=== block 1 ===
==> block_1/power_grid.png <==
Pins as bars on the die edge.
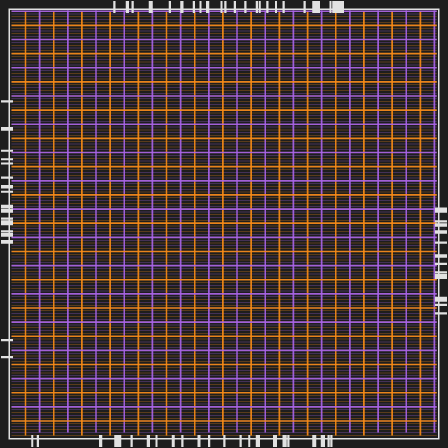

===== src/rtl/rf_pkg.sv =====
// Shared widths and types for the register file and its pending-write scoreboard.
package rf_pkg;

  localparam int unsigned XLEN      = 32;
  localparam int unsigned NUM_REGS  = 32;
  localparam int unsigned REG_IDX_W = 5;
  localparam int unsigned SB_CNT_W  = 2;

  typedef logic [REG_IDX_W-1:0] reg_idx_t;
  typedef logic [XLEN-1:0]      xlen_t;
  typedef logic [SB_CNT_W-1:0]  sb_cnt_t;

  localparam sb_cnt_t SB_CNT_MAX = '1;

endpackage


===== src/rtl/rf_scoreboard.sv =====
// Per-register pending-write counters (issued but not yet written back) with a
// sticky overflow flag; x0 is never tracked.
module rf_scoreboard
  import rf_pkg::*;
(
  input  logic     clk,
  input  logic     reset_n,
  input  logic     issue_valid,
  input  reg_idx_t issue_num,
  input  logic     WE,
  input  reg_idx_t W_num,
  input  logic     flush,
  input  reg_idx_t rd_1_num,
  input  reg_idx_t rd_2_num,
  output sb_cnt_t  rd_1_cnt_c,
  output sb_cnt_t  rd_2_cnt_c,
  output logic     sb_overflow
);

  localparam logic [NUM_REGS-1:0] X0_MASK = NUM_REGS'(1);

  sb_cnt_t             cnt_q [NUM_REGS];
  sb_cnt_t             cnt_d [NUM_REGS];
  logic                ovf_d;
  logic [NUM_REGS-1:0] iss_hit;
  logic [NUM_REGS-1:0] wr_hit;

  // One-hot per-register event masks; x0 is masked so it never counts.
  assign iss_hit = issue_valid ? ((NUM_REGS'(1) << issue_num) & ~X0_MASK) : '0;
  assign wr_hit  = WE          ? ((NUM_REGS'(1) << W_num)     & ~X0_MASK) : '0;

  always_comb begin
    cnt_d = cnt_q;
    ovf_d = sb_overflow;
    if (flush) begin
      cnt_d = '{default: '0};
    end else begin
      for (int r = 0; r < NUM_REGS; r++) begin
        if (iss_hit[r] && !wr_hit[r]) begin
          if (cnt_q[r] == SB_CNT_MAX) ovf_d = 1'b1;
          else                        cnt_d[r] = cnt_q[r] + sb_cnt_t'(1);
        end else if (wr_hit[r] && !iss_hit[r] && (cnt_q[r] != '0)) begin
          cnt_d[r] = cnt_q[r] - sb_cnt_t'(1);
        end
      end
    end
  end

  always_ff @(posedge clk or negedge reset_n) begin
    if (!reset_n) begin
      cnt_q       <= '{default: '0};
      sb_overflow <= 1'b0;
    end else begin
      cnt_q       <= cnt_d;
      sb_overflow <= ovf_d;
    end
  end

  assign rd_1_cnt_c = cnt_q[rd_1_num];
  assign rd_2_cnt_c = cnt_q[rd_2_num];

endmodule


===== src/rtl/register_file_sb.sv =====
// 32x32 register file, two combinational read ports, one write port, plus a
// pending-write scoreboard. Define RF_BYPASS_EN for same-cycle write-to-read bypass.
module register_file_sb
  import rf_pkg::*;
(
  input  logic     clk,
  input  logic     reset_n,
  input  reg_idx_t w_R_1_num,
  input  reg_idx_t w_R_2_num,
  output xlen_t    w_R_1,
  output xlen_t    w_R_2,
  input  logic     WE,
  input  reg_idx_t W_num,
  input  xlen_t    W_data,
  input  logic     issue_valid,
  input  reg_idx_t issue_num,
  input  logic     flush,
  output logic     R_1_busy,
  output logic     R_2_busy,
  output logic     sb_overflow
);

  xlen_t   regs_q [NUM_REGS];
  sb_cnt_t rd_1_cnt;
  sb_cnt_t rd_2_cnt;

  // x0 is never written, so it holds its reset value of zero.
  always_ff @(posedge clk or negedge reset_n) begin
    if (!reset_n) begin
      regs_q <= '{default: '0};
    end else if (WE && (W_num != '0)) begin
      regs_q[W_num] <= W_data;
    end
  end

  rf_scoreboard u_scoreboard (
    .clk         (clk),
    .reset_n     (reset_n),
    .issue_valid (issue_valid),
    .issue_num   (issue_num),
    .WE          (WE),
    .W_num       (W_num),
    .flush       (flush),
    .rd_1_num    (w_R_1_num),
    .rd_2_num    (w_R_2_num),
    .rd_1_cnt_c  (rd_1_cnt),
    .rd_2_cnt_c  (rd_2_cnt),
    .sb_overflow (sb_overflow)
  );

`ifdef RF_BYPASS_EN
  logic byp_1;
  logic byp_2;

  // Bypass is held off during reset so reads stay zero while reset_n is low.
  always_comb begin
    byp_1    = reset_n && WE && (W_num == w_R_1_num) && (w_R_1_num != '0);
    byp_2    = reset_n && WE && (W_num == w_R_2_num) && (w_R_2_num != '0);
    w_R_1    = byp_1 ? W_data : regs_q[w_R_1_num];
    w_R_2    = byp_2 ? W_data : regs_q[w_R_2_num];
    R_1_busy = (w_R_1_num != '0) && (rd_1_cnt != '0)
               && !(byp_1 && (rd_1_cnt == sb_cnt_t'(1)));
    R_2_busy = (w_R_2_num != '0) && (rd_2_cnt != '0)
               && !(byp_2 && (rd_2_cnt == sb_cnt_t'(1)));
  end
`else
  always_comb begin
    w_R_1    = regs_q[w_R_1_num];
    w_R_2    = regs_q[w_R_2_num];
    R_1_busy = (w_R_1_num != '0) && (rd_1_cnt != '0);
    R_2_busy = (w_R_2_num != '0) && (rd_2_cnt != '0);
  end
`endif

endmodule


===== config.mk =====
export PLATFORM = sky130hd
export DESIGN_NAME = register_file_sb
export DESIGN_NICKNAME = d
export VERILOG_FILES = /design/src/rtl/rf_pkg.sv /design/src/rtl/rf_scoreboard.sv /design/src/rtl/register_file_sb.sv
export SDC_FILE = /design/constraint.sdc
export NUM_CORES = 2
export LEC_CHECK = 0
export ABC_AREA = 0
export ABC_CLOCK_PERIOD_IN_PS = 3700
export CORE_UTILIZATION = 35
export CTS_BUF_LIST = sky130_fd_sc_hd__clkbuf_16
export DETAILED_ROUTE_END_ITERATION = 12
export PLACE_DENSITY = 0.54
export SLEW_MARGIN = 30
export SYNTH_ARGS = -nofsm -noshare
export SYNTH_HDL_FRONTEND = slang
export SYNTH_SLANG_ARGS = --single-unit

===== constraint.sdc =====
create_clock -name clk -period 3.7 [get_ports clk]
set_input_delay 0.74 -clock clk [delete_from_list [all_inputs] [get_ports clk]]
set_output_delay 0.74 -clock clk [all_outputs]
set_load 0.005 [all_outputs]

=== block 2 ===
**config.mk**
```make
export PLATFORM = sky130hd
export DESIGN_NAME = hazard_forward_unit_flat
export DESIGN_NICKNAME = d
export VERILOG_FILES = /design/src/rtl/hazard_forward_unit_pkg.sv /design/src/rtl/hazard_forward_unit_if.sv /design/src/rtl/hazard_forward_unit_fwd_select.sv /design/src/rtl/hazard_forward_unit.sv /design/src/flat_wrapper.sv
export SDC_FILE = /design/constraint.sdc
export NUM_CORES = 1
export LEC_CHECK = 0
export CORE_ASPECT_RATIO = 1.2
export CORE_UTILIZATION = 45
export DETAILED_ROUTE_END_ITERATION = 12
export GPL_ROUTABILITY_DRIVEN = 0
export PLACE_DENSITY = 0.9
export SYNTH_ARGS = -nofsm -noshare
export SYNTH_HDL_FRONTEND = slang
export SYNTH_HIERARCHICAL = 1
export SYNTH_SLANG_ARGS = --single-unit
```
**constraint.sdc**
```tcl
create_clock -name clk -period 3.3 [get_ports clk]
set_input_delay 0.66 -clock clk [delete_from_list [all_inputs] [get_ports clk]]
set_output_delay 0.66 -clock clk [all_outputs]
set_load 0.005 [all_outputs]
```
**src/rtl/hazard_forward_unit_pkg.sv**
```systemverilog
// Shared types and constants for the forwarding / load-use hazard unit.
package hazard_forward_unit_pkg;

  typedef enum logic {
    IDLE  = 1'b0,
    STALL = 1'b1
  } state_e;

  // Forward-select value meaning "take the operand from the register file".
  localparam int FWD_RF = 0;

  localparam int STALLW = 16;

endpackage

```
**src/rtl/hazard_forward_unit_if.sv**
```systemverilog
// Pipeline-facing signal bundle of the hazard unit; master drives the pipeline view, slave is the unit.
interface hazard_forward_unit_if
  import hazard_forward_unit_pkg::*;
#(
  parameter int REG_AW = 5,
  parameter int NSRC   = 2
);
  localparam int SELW = $clog2(NSRC + 1);

  logic [NSRC-1:0]        src_we;
  logic [NSRC*REG_AW-1:0] src_rd;
  logic [REG_AW-1:0]      idex_rs;
  logic [REG_AW-1:0]      idex_rt;
  logic [REG_AW-1:0]      ifid_rs;
  logic [REG_AW-1:0]      ifid_rt;
  logic                   ifid_rs_used;
  logic                   ifid_rt_used;
  logic                   idex_mem_read;
  logic [REG_AW-1:0]      idex_rd;
  logic                   flush;
  logic                   freeze;
  logic [SELW-1:0]        forward_a;
  logic [SELW-1:0]        forward_b;
  logic                   stall;
  logic                   bubble;
  logic [STALLW-1:0]      stall_cycles;

  modport master (
    output src_we, src_rd, idex_rs, idex_rt, ifid_rs, ifid_rt,
           ifid_rs_used, ifid_rt_used, idex_mem_read, idex_rd, flush, freeze,
    input  forward_a, forward_b, stall, bubble, stall_cycles
  );

  modport slave (
    input  src_we, src_rd, idex_rs, idex_rt, ifid_rs, ifid_rt,
           ifid_rs_used, ifid_rt_used, idex_mem_read, idex_rd, flush, freeze,
    output forward_a, forward_b, stall, bubble, stall_cycles
  );

endinterface

```
**src/rtl/hazard_forward_unit_fwd_select.sv**
```systemverilog
// Priority bypass select for one EX operand; purely combinational, youngest matching source wins.
module fwd_select
  import hazard_forward_unit_pkg::*;
#(
  parameter int REG_AW = 5,
  parameter int NSRC   = 2,
  parameter int SELW   = $clog2(NSRC + 1)
) (
  input  logic [NSRC-1:0]        src_we_i,
  input  logic [NSRC*REG_AW-1:0] src_rd_i,
  input  logic [REG_AW-1:0]      op_i,
  output logic [SELW-1:0]        sel_o
);

  always_comb begin
    sel_o = SELW'(FWD_RF);
    // Walk oldest to youngest so the youngest match overwrites last.
    for (int k = NSRC - 1; k >= 0; k--) begin
      if (src_we_i[k] &&
          (src_rd_i[k*REG_AW +: REG_AW] == op_i) &&
          (src_rd_i[k*REG_AW +: REG_AW] != '0)) begin
        sel_o = SELW'(k + 1);
      end
    end
  end

endmodule

```
**src/rtl/hazard_forward_unit.sv**
```systemverilog
// Operand forwarding plus load-use stall FSM and saturating stall counter.
// Forward selects and stall/bubble are same-cycle combinational; FSM and counter update on clk.
module hazard_forward_unit
  import hazard_forward_unit_pkg::*;
#(
  parameter int REG_AW   = 5,
  parameter int NSRC     = 2,
  parameter int LOAD_LAT = 1
) (
  input logic                  clk,
  input logic                  rst,
  hazard_forward_unit_if.slave bus
);

  localparam int SELW = $clog2(NSRC + 1);

  state_e            state_q, state_d;
  logic [3:0]        cnt_q, cnt_d;
  logic [STALLW-1:0] stall_cycles_q, stall_cycles_d;
  logic              hazard;
  logic              stall_raw;
  logic              stall_int;

  fwd_select #(.REG_AW(REG_AW), .NSRC(NSRC), .SELW(SELW)) u_fwd_a (
    .src_we_i (bus.src_we),
    .src_rd_i (bus.src_rd),
    .op_i     (bus.idex_rs),
    .sel_o    (bus.forward_a)
  );

  fwd_select #(.REG_AW(REG_AW), .NSRC(NSRC), .SELW(SELW)) u_fwd_b (
    .src_we_i (bus.src_we),
    .src_rd_i (bus.src_rd),
    .op_i     (bus.idex_rt),
    .sel_o    (bus.forward_b)
  );

  assign hazard = bus.idex_mem_read && (bus.idex_rd != '0) &&
                  ((bus.ifid_rs_used && (bus.ifid_rs == bus.idex_rd)) ||
                   (bus.ifid_rt_used && (bus.ifid_rt == bus.idex_rd)));

  always_comb begin
    state_d   = state_q;
    cnt_d     = cnt_q;
    stall_raw = 1'b0;
    if (bus.flush) begin
      state_d = IDLE;
      cnt_d   = 4'd0;
    end else begin
      case (state_q)
        IDLE: begin
          if (hazard) begin
            stall_raw = 1'b1;
            if (LOAD_LAT > 1) begin
              state_d = STALL;
              cnt_d   = 4'(LOAD_LAT - 1);
            end
          end
        end
        STALL: begin
          stall_raw = 1'b1;
          if (!bus.freeze) begin
            cnt_d = cnt_q - 4'd1;
            if (cnt_q == 4'd1) begin
              state_d = IDLE;
            end
          end
        end
        default: begin
          state_d = IDLE;
          cnt_d   = 4'd0;
        end
      endcase
    end
  end

  // Comparator is live during reset, so the reset term must mask it here.
  assign stall_int = stall_raw && !rst;

  always_comb begin
    stall_cycles_d = stall_cycles_q;
    if (stall_int && (stall_cycles_q != {STALLW{1'b1}})) begin
      stall_cycles_d = stall_cycles_q + STALLW'(1);
    end
  end

  always_ff @(posedge clk or posedge rst) begin
    if (rst) begin
      state_q        <= IDLE;
      cnt_q          <= 4'd0;
      stall_cycles_q <= '0;
    end else begin
      state_q        <= state_d;
      cnt_q          <= cnt_d;
      stall_cycles_q <= stall_cycles_d;
    end
  end

  assign bus.stall        = stall_int;
  assign bus.bubble       = stall_int;
  assign bus.stall_cycles = stall_cycles_q;

endmodule

```
**src/flat_wrapper.sv**
```systemverilog
// flat-port wrapper written by rule: the top's interface ports become plain ports
module hazard_forward_unit_flat import hazard_forward_unit_pkg::*;
#(
  parameter int REG_AW   = 5,
  parameter int NSRC     = 2,
  parameter int LOAD_LAT = 1
)
  (clk, rst, bus_src_we, bus_src_rd, bus_idex_rs, bus_idex_rt, bus_ifid_rs, bus_ifid_rt, bus_ifid_rs_used, bus_ifid_rt_used, bus_idex_mem_read, bus_idex_rd, bus_flush, bus_freeze, bus_forward_a, bus_forward_b, bus_stall, bus_bubble, bus_stall_cycles);
  hazard_forward_unit_if #(.REG_AW(REG_AW), .NSRC(NSRC)) bus_i ();
  input logic clk;
  input logic rst;
  input wire logic [$bits(bus_i.src_we)-1:0] bus_src_we;
  input wire logic [$bits(bus_i.src_rd)-1:0] bus_src_rd;
  input wire logic [$bits(bus_i.idex_rs)-1:0] bus_idex_rs;
  input wire logic [$bits(bus_i.idex_rt)-1:0] bus_idex_rt;
  input wire logic [$bits(bus_i.ifid_rs)-1:0] bus_ifid_rs;
  input wire logic [$bits(bus_i.ifid_rt)-1:0] bus_ifid_rt;
  input wire logic [$bits(bus_i.ifid_rs_used)-1:0] bus_ifid_rs_used;
  input wire logic [$bits(bus_i.ifid_rt_used)-1:0] bus_ifid_rt_used;
  input wire logic [$bits(bus_i.idex_mem_read)-1:0] bus_idex_mem_read;
  input wire logic [$bits(bus_i.idex_rd)-1:0] bus_idex_rd;
  input wire logic [$bits(bus_i.flush)-1:0] bus_flush;
  input wire logic [$bits(bus_i.freeze)-1:0] bus_freeze;
  output wire logic [$bits(bus_i.forward_a)-1:0] bus_forward_a;
  output wire logic [$bits(bus_i.forward_b)-1:0] bus_forward_b;
  output wire logic [$bits(bus_i.stall)-1:0] bus_stall;
  output wire logic [$bits(bus_i.bubble)-1:0] bus_bubble;
  output wire logic [$bits(bus_i.stall_cycles)-1:0] bus_stall_cycles;
  assign bus_i.src_we = bus_src_we;
  assign bus_i.src_rd = bus_src_rd;
  assign bus_i.idex_rs = bus_idex_rs;
  assign bus_i.idex_rt = bus_idex_rt;
  assign bus_i.ifid_rs = bus_ifid_rs;
  assign bus_i.ifid_rt = bus_ifid_rt;
  assign bus_i.ifid_rs_used = bus_ifid_rs_used;
  assign bus_i.ifid_rt_used = bus_ifid_rt_used;
  assign bus_i.idex_mem_read = bus_idex_mem_read;
  assign bus_i.idex_rd = bus_idex_rd;
  assign bus_i.flush = bus_flush;
  assign bus_i.freeze = bus_freeze;
  assign bus_forward_a = bus_i.forward_a;
  assign bus_forward_b = bus_i.forward_b;
  assign bus_stall = bus_i.stall;
  assign bus_bubble = bus_i.bubble;
  assign bus_stall_cycles = bus_i.stall_cycles;
  hazard_forward_unit #(.REG_AW(REG_AW), .NSRC(NSRC), .LOAD_LAT(LOAD_LAT)) u_core (.clk(clk), .rst(rst), .bus(bus_i));
endmodule
```
==> block_2/flops_by_reg.png <==
Other sequential cells in the stronger grey, the rest of the logic in the fainter grey.
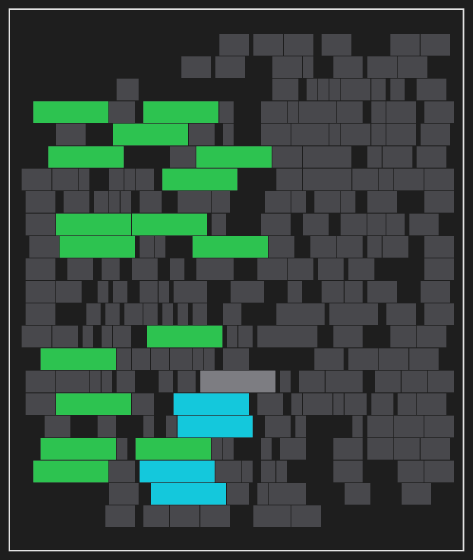
Key: u_core/bus.stall_cycles = green [flops 16]; u_core/cnt_q = cyan [flops 4, where bottom middle]

==> flow_summary.toml, block 2 <==
# synthesis and place-and-route metrics
[power_and_ir_drop]
switchingPower_uw = 140
total_power_divided_by_cell_area_nw_per_um2 = 240
clkPwrFrac_pct = 22.1
leakage_uw = 0.000912
seq-power_uw = 272
power_switching_share_pct = 25.8

[run_status]
status = "complete, no violations"

[routing]
route.antenna.remaining_nets = 0
met3_length_um = 460
drt_iter0_markers = 52
route.vias.total = 1451

[sta]
final_critical_path_setup_slack_ps = 56.7
period_used_pct = 98.3
maxSlewHeadroom_pct = 49.0

[layout]
comb_cells = 134
flop-count = 21
n_clock_buffer = 4
clock_tree_area_fraction_pct = 1.17
final_nets = 280

[worst_setup_path]
slowest_stage = "sky130_fd_sc_hd__or4_1"
launch_point_of_the_worst_path = "bus_idex_rd[1]"
timing.critical_path.slowest_cell_delay_ps = 550
timing.reg2reg.worst_path_depth = 6

[placed_design]
port_buffer_count = 65
post-dp-hpwl_um = 2900

[logic_synthesis]
synth_compound_gate_area_share_pct = 8.88
arithmetic_cell_share_of_the_synthesized_area_counting_full_adders_half_adders_and_majority_gates_pct = 2.49
post-synth-top-area-cell = "sky130_fd_sc_hd__dfrtp_1"
synth.mux.area_fraction_pct = 2.24
synth_area_um2 = 1510

[floorplanning]
fp_util_pct = 48.0
coreArea_um2 = 3140

[clock_network]
path_clk_slew_ps = 110
total_clock_sinks = 21
ctsHtreeMaxLevel = 1
## block 2: final timing paths
kind | slack (ps) | endpoint
max | 60 | bus_stall
min | 500 | u_core/bus.stall_cycles[6]
max reg2reg | 1120 | u_core/bus.stall_cycles[1]
min reg2reg | 500 | u_core/bus.stall_cycles[6]
max in group asynchronous | 1970 | u_core/bus.stall_cycles[7]
min in group asynchronous | 860 | u_core/bus.stall_cycles[2]
## block 2: flip-flops by register name, indices dropped and copies added (netlist names)
name                     cells
u_core/bus.stall_cycles     16
u_core/cnt_q                 4
u_core/state_q               1
==> block_1/layer_met1.png <==
Supply wires on this layer in grey.
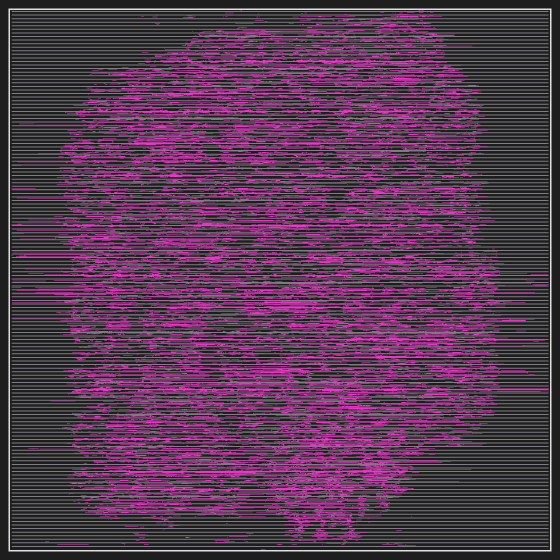
The layer holds 42% of the routed length. The longest straight run is 88.8 um. The layer carries 81.1 mm of wire. The wires run mostly horizontal.

==> block_1/flops_by_reg.png <==
Other sequential cells in the stronger grey, the rest of the logic in the fainter grey.
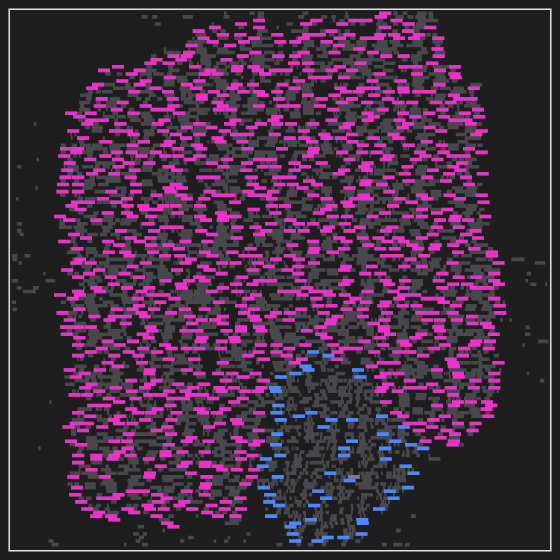
Key: regs_q = magenta [flops 1,024, where widely spread]; u_scoreboard.cnt_q = blue [flops 62, where bottom middle]
Seq. cell area: 27,200 um^2
fraction of area in registers: 39.0%

## Picture notes: block_1/power_grid.png
Key: VSS = orange; VDD = purple
30 straps on met5. 30 straps on met4.

==> flow_summary.toml, block 1 <==
# synthesis and place-and-route metrics
[run_status]
status = "finished, violations left"
violated_checks = "negative setup slack"

[power_and_ir_drop]
seq-power_uw = 15600

[sta]
peak_clock_frequency_supported_by_timing_ghz = 0.265
final_critical_path_setup_slack_ps = -70.1
clock-skew-final_ps = 49.2
final-setup-viol-count = 4

[routing]
route.antenna.remaining_nets = 0
detail_route.first_pass.iterations = 6
vias_per_cell = 5.76
route.vias.total = 39019
topRoutingLayerUsed = "met5"

[placed_design]
globalplace.congestion = 0.841
placedCellCount = 6481
port_buffer_count = 123

[worst_hold_path]
worst_hold_path.num_cells = 0

[clock_network]
post_cts_resize_count = 103

[worst_setup_path]
timing.critical_path.cells = "nor2_1, a21oi_1, mux4_2, a211oi_1, a21oi_2, buf_4, clkdlybuf4s50_1"
critical_path_required_ps = 2960
timing.reg2reg.worst_path_depth = 5
launch_point_of_the_worst_path = "u_scoreboard.cnt_q[50]"
timing.rr.start = "u_scoreboard.cnt_q[60]"
critical_path_peak_fanout = 7
sort_of_element_at_the_end_of_the_critical_path = "primary output"

[floorplanning]
io_pins = 124
## block 1: kinds of logic (layout without fill, tap and decap cells)
logic type / Yosys count / after routing
mux: 1452 / 1452
other cells: 0 / 1
flops: 1087 / 1087
simple gates: 1115 / 1115
compound gates: 220 / 220
buf+inv: 453 / 697
## block 1: critical path: cells and delay by family (launching register included)
family / cells / cell delay [ps]
compound gates: 3 / 560
buf+inv: 2 / 580
flops: 1 / 440
mux: 1 / 460
simple gates: 1 / 270

==> screenshots <==
Clock wiring as the flow saved it.
image #1
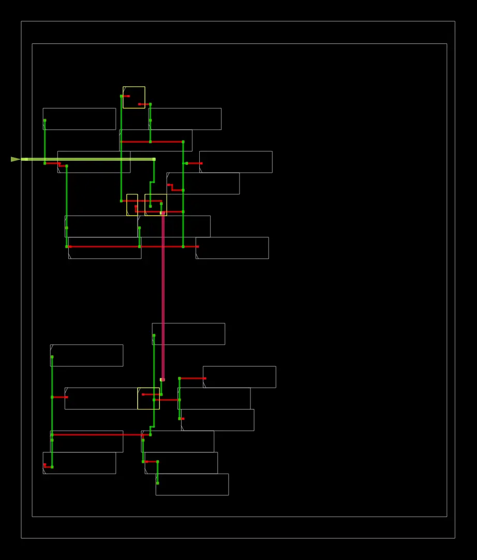
image #2
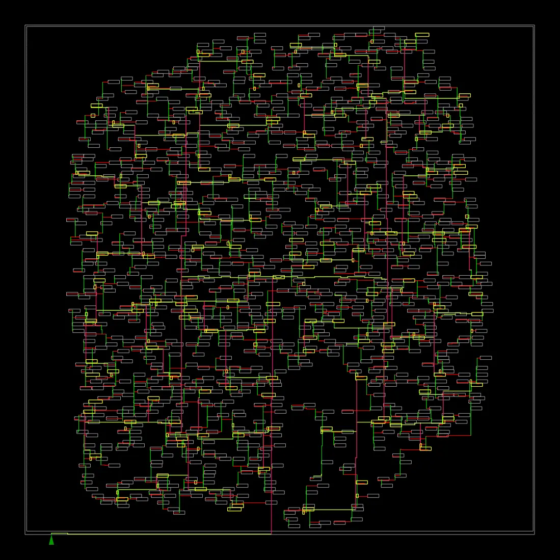
Of these, most clock buffers: image #2
image #1 -> block 2
image #2 -> block 1


=== block 3 ===
==> block_3/layer_met1.png <==
Supply wires on this layer in grey.
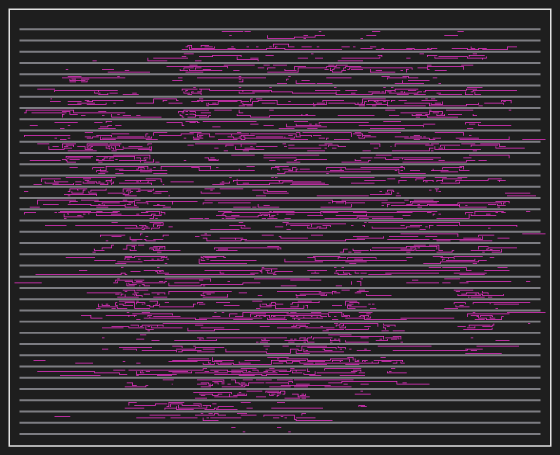
==> block_3/flops_by_reg.png <==
Other sequential cells in the stronger grey, the rest of the logic in the fainter grey.
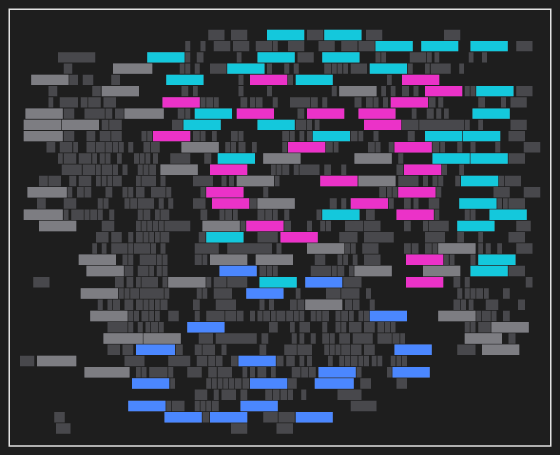
==> block_3/clocks.png <==
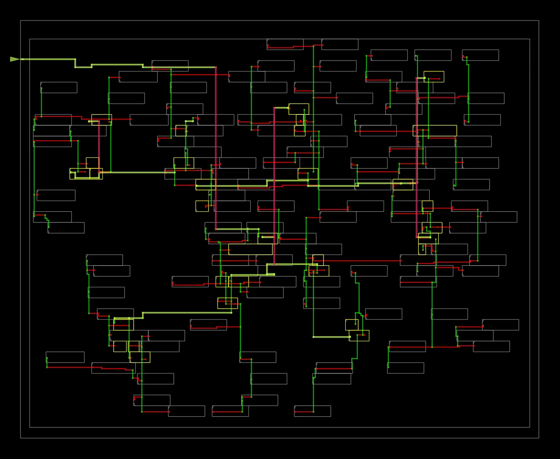
`config.mk`:
```
export PLATFORM = sky130hd
export DESIGN_NAME = uart_program_loader
export DESIGN_NICKNAME = d
export VERILOG_FILES = /design/src/rtl/uart_program_loader.sv
export SDC_FILE = /design/constraint.sdc
export NUM_CORES = 1
export LEC_CHECK = 0
export ABC_AREA = 1
export CORE_ASPECT_RATIO = 0.8
export CORE_MARGIN = 2
export CORE_UTILIZATION = 40
export CTS_BUF_LIST = sky130_fd_sc_hd__clkbuf_4 sky130_fd_sc_hd__clkbuf_8
export CTS_CLUSTER_DIAMETER = 120
export DETAILED_ROUTE_END_ITERATION = 8
export GPL_TIMING_DRIVEN = 0
export REMOVE_ABC_BUFFERS = 1
export SYNTH_ARGS = -nofsm -noshare
export SYNTH_HDL_FRONTEND = slang
export SYNTH_SLANG_ARGS = --single-unit
export TNS_END_PERCENT = 50
```
`constraint.sdc`:
```
create_clock -name clk -period 1.6 [get_ports clk]
set_input_delay 0.32 -clock clk [delete_from_list [all_inputs] [get_ports clk]]
set_output_delay 0.32 -clock clk [all_outputs]
set_load 0.05 [all_outputs]
```
`src/rtl/uart_program_loader.sv`:
```
// UART 8N1 program loader: receives bytes, packs them big-endian into 32-bit words and
// writes the words to consecutive instruction RAM addresses until the program is complete.
module uart_program_loader #(
  parameter int unsigned CLKS_PER_BIT = 5208,
  parameter int unsigned NUM_WORDS    = 16,
  parameter int unsigned IDLE_BITS    = 11,
  parameter int unsigned TIMEOUT_BITS = 40
) (
  input  logic        clk,
  input  logic        rst,
  input  logic        rxd,
  output logic [31:0] instr,
  output logic        wr_en,
  output logic [3:0]  wr_addr,
  output logic        prog_ready,
  output logic        rxd_idle,
  output logic        frame_err
);

  localparam int unsigned TimerW   = $clog2(CLKS_PER_BIT) + 1;
  localparam int unsigned QuietMax =
      ((IDLE_BITS > TIMEOUT_BITS) ? IDLE_BITS : TIMEOUT_BITS) * CLKS_PER_BIT;
  localparam int unsigned QuietW   = $clog2(QuietMax + 1);

  localparam logic [TimerW-1:0] HalfLast      = TimerW'(CLKS_PER_BIT / 2 - 1);
  localparam logic [TimerW-1:0] BitLast       = TimerW'(CLKS_PER_BIT - 1);
  localparam logic [QuietW-1:0] QuietSat      = QuietW'(QuietMax);
  localparam logic [QuietW-1:0] IdleThresh    = QuietW'(IDLE_BITS * CLKS_PER_BIT);
  localparam logic [QuietW-1:0] TimeoutThresh = QuietW'(TIMEOUT_BITS * CLKS_PER_BIT);
  localparam logic [3:0]        LastAddr      = 4'(NUM_WORDS - 1);

  typedef enum logic [2:0] {StIdle, StStart, StData, StStop, StBreak} rx_state_e;

  rx_state_e state_q, state_d;

  logic              rxd_meta_q, rxd_s_q, rxd_prev_q;
  logic [TimerW-1:0] timer_q, timer_d;
  logic [2:0]        bit_cnt_q, bit_cnt_d;
  logic [7:0]        rx_byte_q, rx_byte_d;
  logic [QuietW-1:0] quiet_q, quiet_d;

  logic start_edge, half_hit, bit_hit, sample_data, byte_valid, stop_bad;

  logic        byte_valid_q;
  logic [1:0]  byte_idx_q;
  logic [23:0] partial_q;
  logic [31:0] instr_q;
  logic        wr_en_q;
  logic [3:0]  word_cnt_q;
  logic        prog_ready_q;

  // Two-flop synchronizer plus one delayed copy for falling-edge detection.
  always_ff @(posedge clk or negedge rst) begin
    if (!rst) begin
      rxd_meta_q <= 1'b1;
      rxd_s_q    <= 1'b1;
      rxd_prev_q <= 1'b1;
    end else begin
      rxd_meta_q <= rxd;
      rxd_s_q    <= rxd_meta_q;
      rxd_prev_q <= rxd_s_q;
    end
  end

  assign start_edge = rxd_prev_q & ~rxd_s_q;
  assign half_hit   = (timer_q == HalfLast);
  assign bit_hit    = (timer_q == BitLast);

  // RX FSM: state register
  always_ff @(posedge clk or negedge rst) begin
    if (!rst) begin
      state_q <= StIdle;
    end else begin
      state_q <= state_d;
    end
  end

  // RX FSM: next state
  always_comb begin
    state_d = state_q;
    unique case (state_q)
      StIdle:  if (start_edge) state_d = StStart;
      StStart: if (half_hit) state_d = rxd_s_q ? StIdle : StData;
      StData:  if (bit_hit && (bit_cnt_q == 3'd7)) state_d = StStop;
      StStop:  if (bit_hit) state_d = rxd_s_q ? StIdle : StBreak;
      // A low stop bit may be a break; wait for the line to recover before re-arming.
      StBreak: if (rxd_s_q) state_d = StIdle;
      default: state_d = StIdle;
    endcase
  end

  // RX FSM: outputs
  always_comb begin
    sample_data = (state_q == StData) && bit_hit;
    byte_valid  = (state_q == StStop) && bit_hit && rxd_s_q;
    stop_bad    = (state_q == StStop) && bit_hit && !rxd_s_q;
    rxd_idle    = (state_q == StIdle) && (quiet_q >= IdleThresh);
  end

  assign frame_err = stop_bad;

  // Bit timer, bit counter, shift register and line-quiet counter.
  always_comb begin
    timer_d   = timer_q;
    bit_cnt_d = bit_cnt_q;
    rx_byte_d = rx_byte_q;
    unique case (state_q)
      StStart: begin
        timer_d   = half_hit ? '0 : timer_q + TimerW'(1);
        bit_cnt_d = '0;
      end
      StData, StStop: timer_d = bit_hit ? '0 : timer_q + TimerW'(1);
      default:        timer_d = '0;
    endcase
    if (sample_data) begin
      rx_byte_d = {rxd_s_q, rx_byte_q[7:1]};
      bit_cnt_d = bit_cnt_q + 3'd1;
    end

    if (!rxd_s_q) begin
      quiet_d = '0;
    end else if (quiet_q == QuietSat) begin
      quiet_d = quiet_q;
    end else begin
      quiet_d = quiet_q + QuietW'(1);
    end
  end

  always_ff @(posedge clk or negedge rst) begin
    if (!rst) begin
      timer_q   <= '0;
      bit_cnt_q <= '0;
      rx_byte_q <= '0;
      quiet_q   <= '0;
    end else begin
      timer_q   <= timer_d;
      bit_cnt_q <= bit_cnt_d;
      rx_byte_q <= rx_byte_d;
      quiet_q   <= quiet_d;
    end
  end

  // Byte packer and RAM write sequencing.
  always_ff @(posedge clk or negedge rst) begin
    if (!rst) begin
      byte_valid_q <= 1'b0;
      byte_idx_q   <= '0;
      partial_q    <= '0;
      instr_q      <= '0;
      wr_en_q      <= 1'b0;
      word_cnt_q   <= '0;
      prog_ready_q <= 1'b0;
    end else begin
      byte_valid_q <= byte_valid;
      wr_en_q      <= 1'b0;

      // Counter holds at the last address once the program is complete.
      if (wr_en_q) begin
        if (word_cnt_q == LastAddr) begin
          prog_ready_q <= 1'b1;
        end else begin
          word_cnt_q <= word_cnt_q + 4'd1;
        end
      end

      if (byte_valid_q && !prog_ready_q) begin
        unique case (byte_idx_q)
          2'd0: partial_q[23:16] <= rx_byte_q;
          2'd1: partial_q[15:8]  <= rx_byte_q;
          2'd2: partial_q[7:0]   <= rx_byte_q;
          2'd3: begin
            instr_q <= {partial_q, rx_byte_q};
            wr_en_q <= 1'b1;
          end
          default: ;
        endcase
        byte_idx_q <= byte_idx_q + 2'd1;
      end else if ((byte_idx_q != 2'd0) && (quiet_q >= TimeoutThresh)) begin
        byte_idx_q <= '0;
      end
    end
  end

  assign instr      = instr_q;
  assign wr_en      = wr_en_q;
  assign wr_addr    = word_cnt_q;
  assign prog_ready = prog_ready_q;

endmodule

```
==> flow_summary.toml <==
# synthesis and place-and-route metrics
[run_status]
status = "finished, violations left"
violated_checks = "negative setup slack"

[worst_setup_path]
sort_of_element_at_the_end_of_the_critical_path = "primary output"
slowest_stage = "sky130_fd_sc_hd__dfrtp_1"
critical_path_peak_fanout = 3

[floorplanning]
die_w_um = 131
row_count = 36

[sta]
final_critical_path_setup_slack_ps = -335
hold_violations = 0
final-setup-viol-count = 2

[layout]
layout.area.top_class = "registers"

[routing]
avgRoutedWirePerCell_um = 13.2
post-route-drc-count = 0

[worst_hold_path]
hold_path_class = "input pin to register"

[global_routing]
global_route.overflow_total = 0
## Picture notes: block_3/layer_met1.png
The layer carries 5,450 um of wire. The layer holds 49% of the routed length. The wires run mostly horizontal.
vias: 4,079
sum of routed wire length over all layers: 11,200 um
met1 usage: 24.1%

## Picture notes: block_3/flops_by_reg.png
Key: partial_q = magenta [flops 24]; instr = cyan [flops 32]; quiet_q = blue [flops 18]
Another 40 sequential cells are not coloured.

## Picture notes: block_3/clocks.png
total clock sinks: 114
clock group power: 2690 uW

==> power by group through the flow <==
| stage | logic, uW | clock network [uW] | registers (uW) |
|---|---|---|---|
| 2_1_floorplan | 530 | 0 | 3090 |
| 3_5_place_dp | 707 | 0 | 3110 |
| 6_report | 823 | 2690 | 3070 |
| 4_1_cts | 758 | 2750 | 3060 |
| 5_1_grt | 941 | 2890 | 3080 |
| 3_3_place_gp | 684 | 0 | 3110 |

Power and IR drop assume default switching activity.
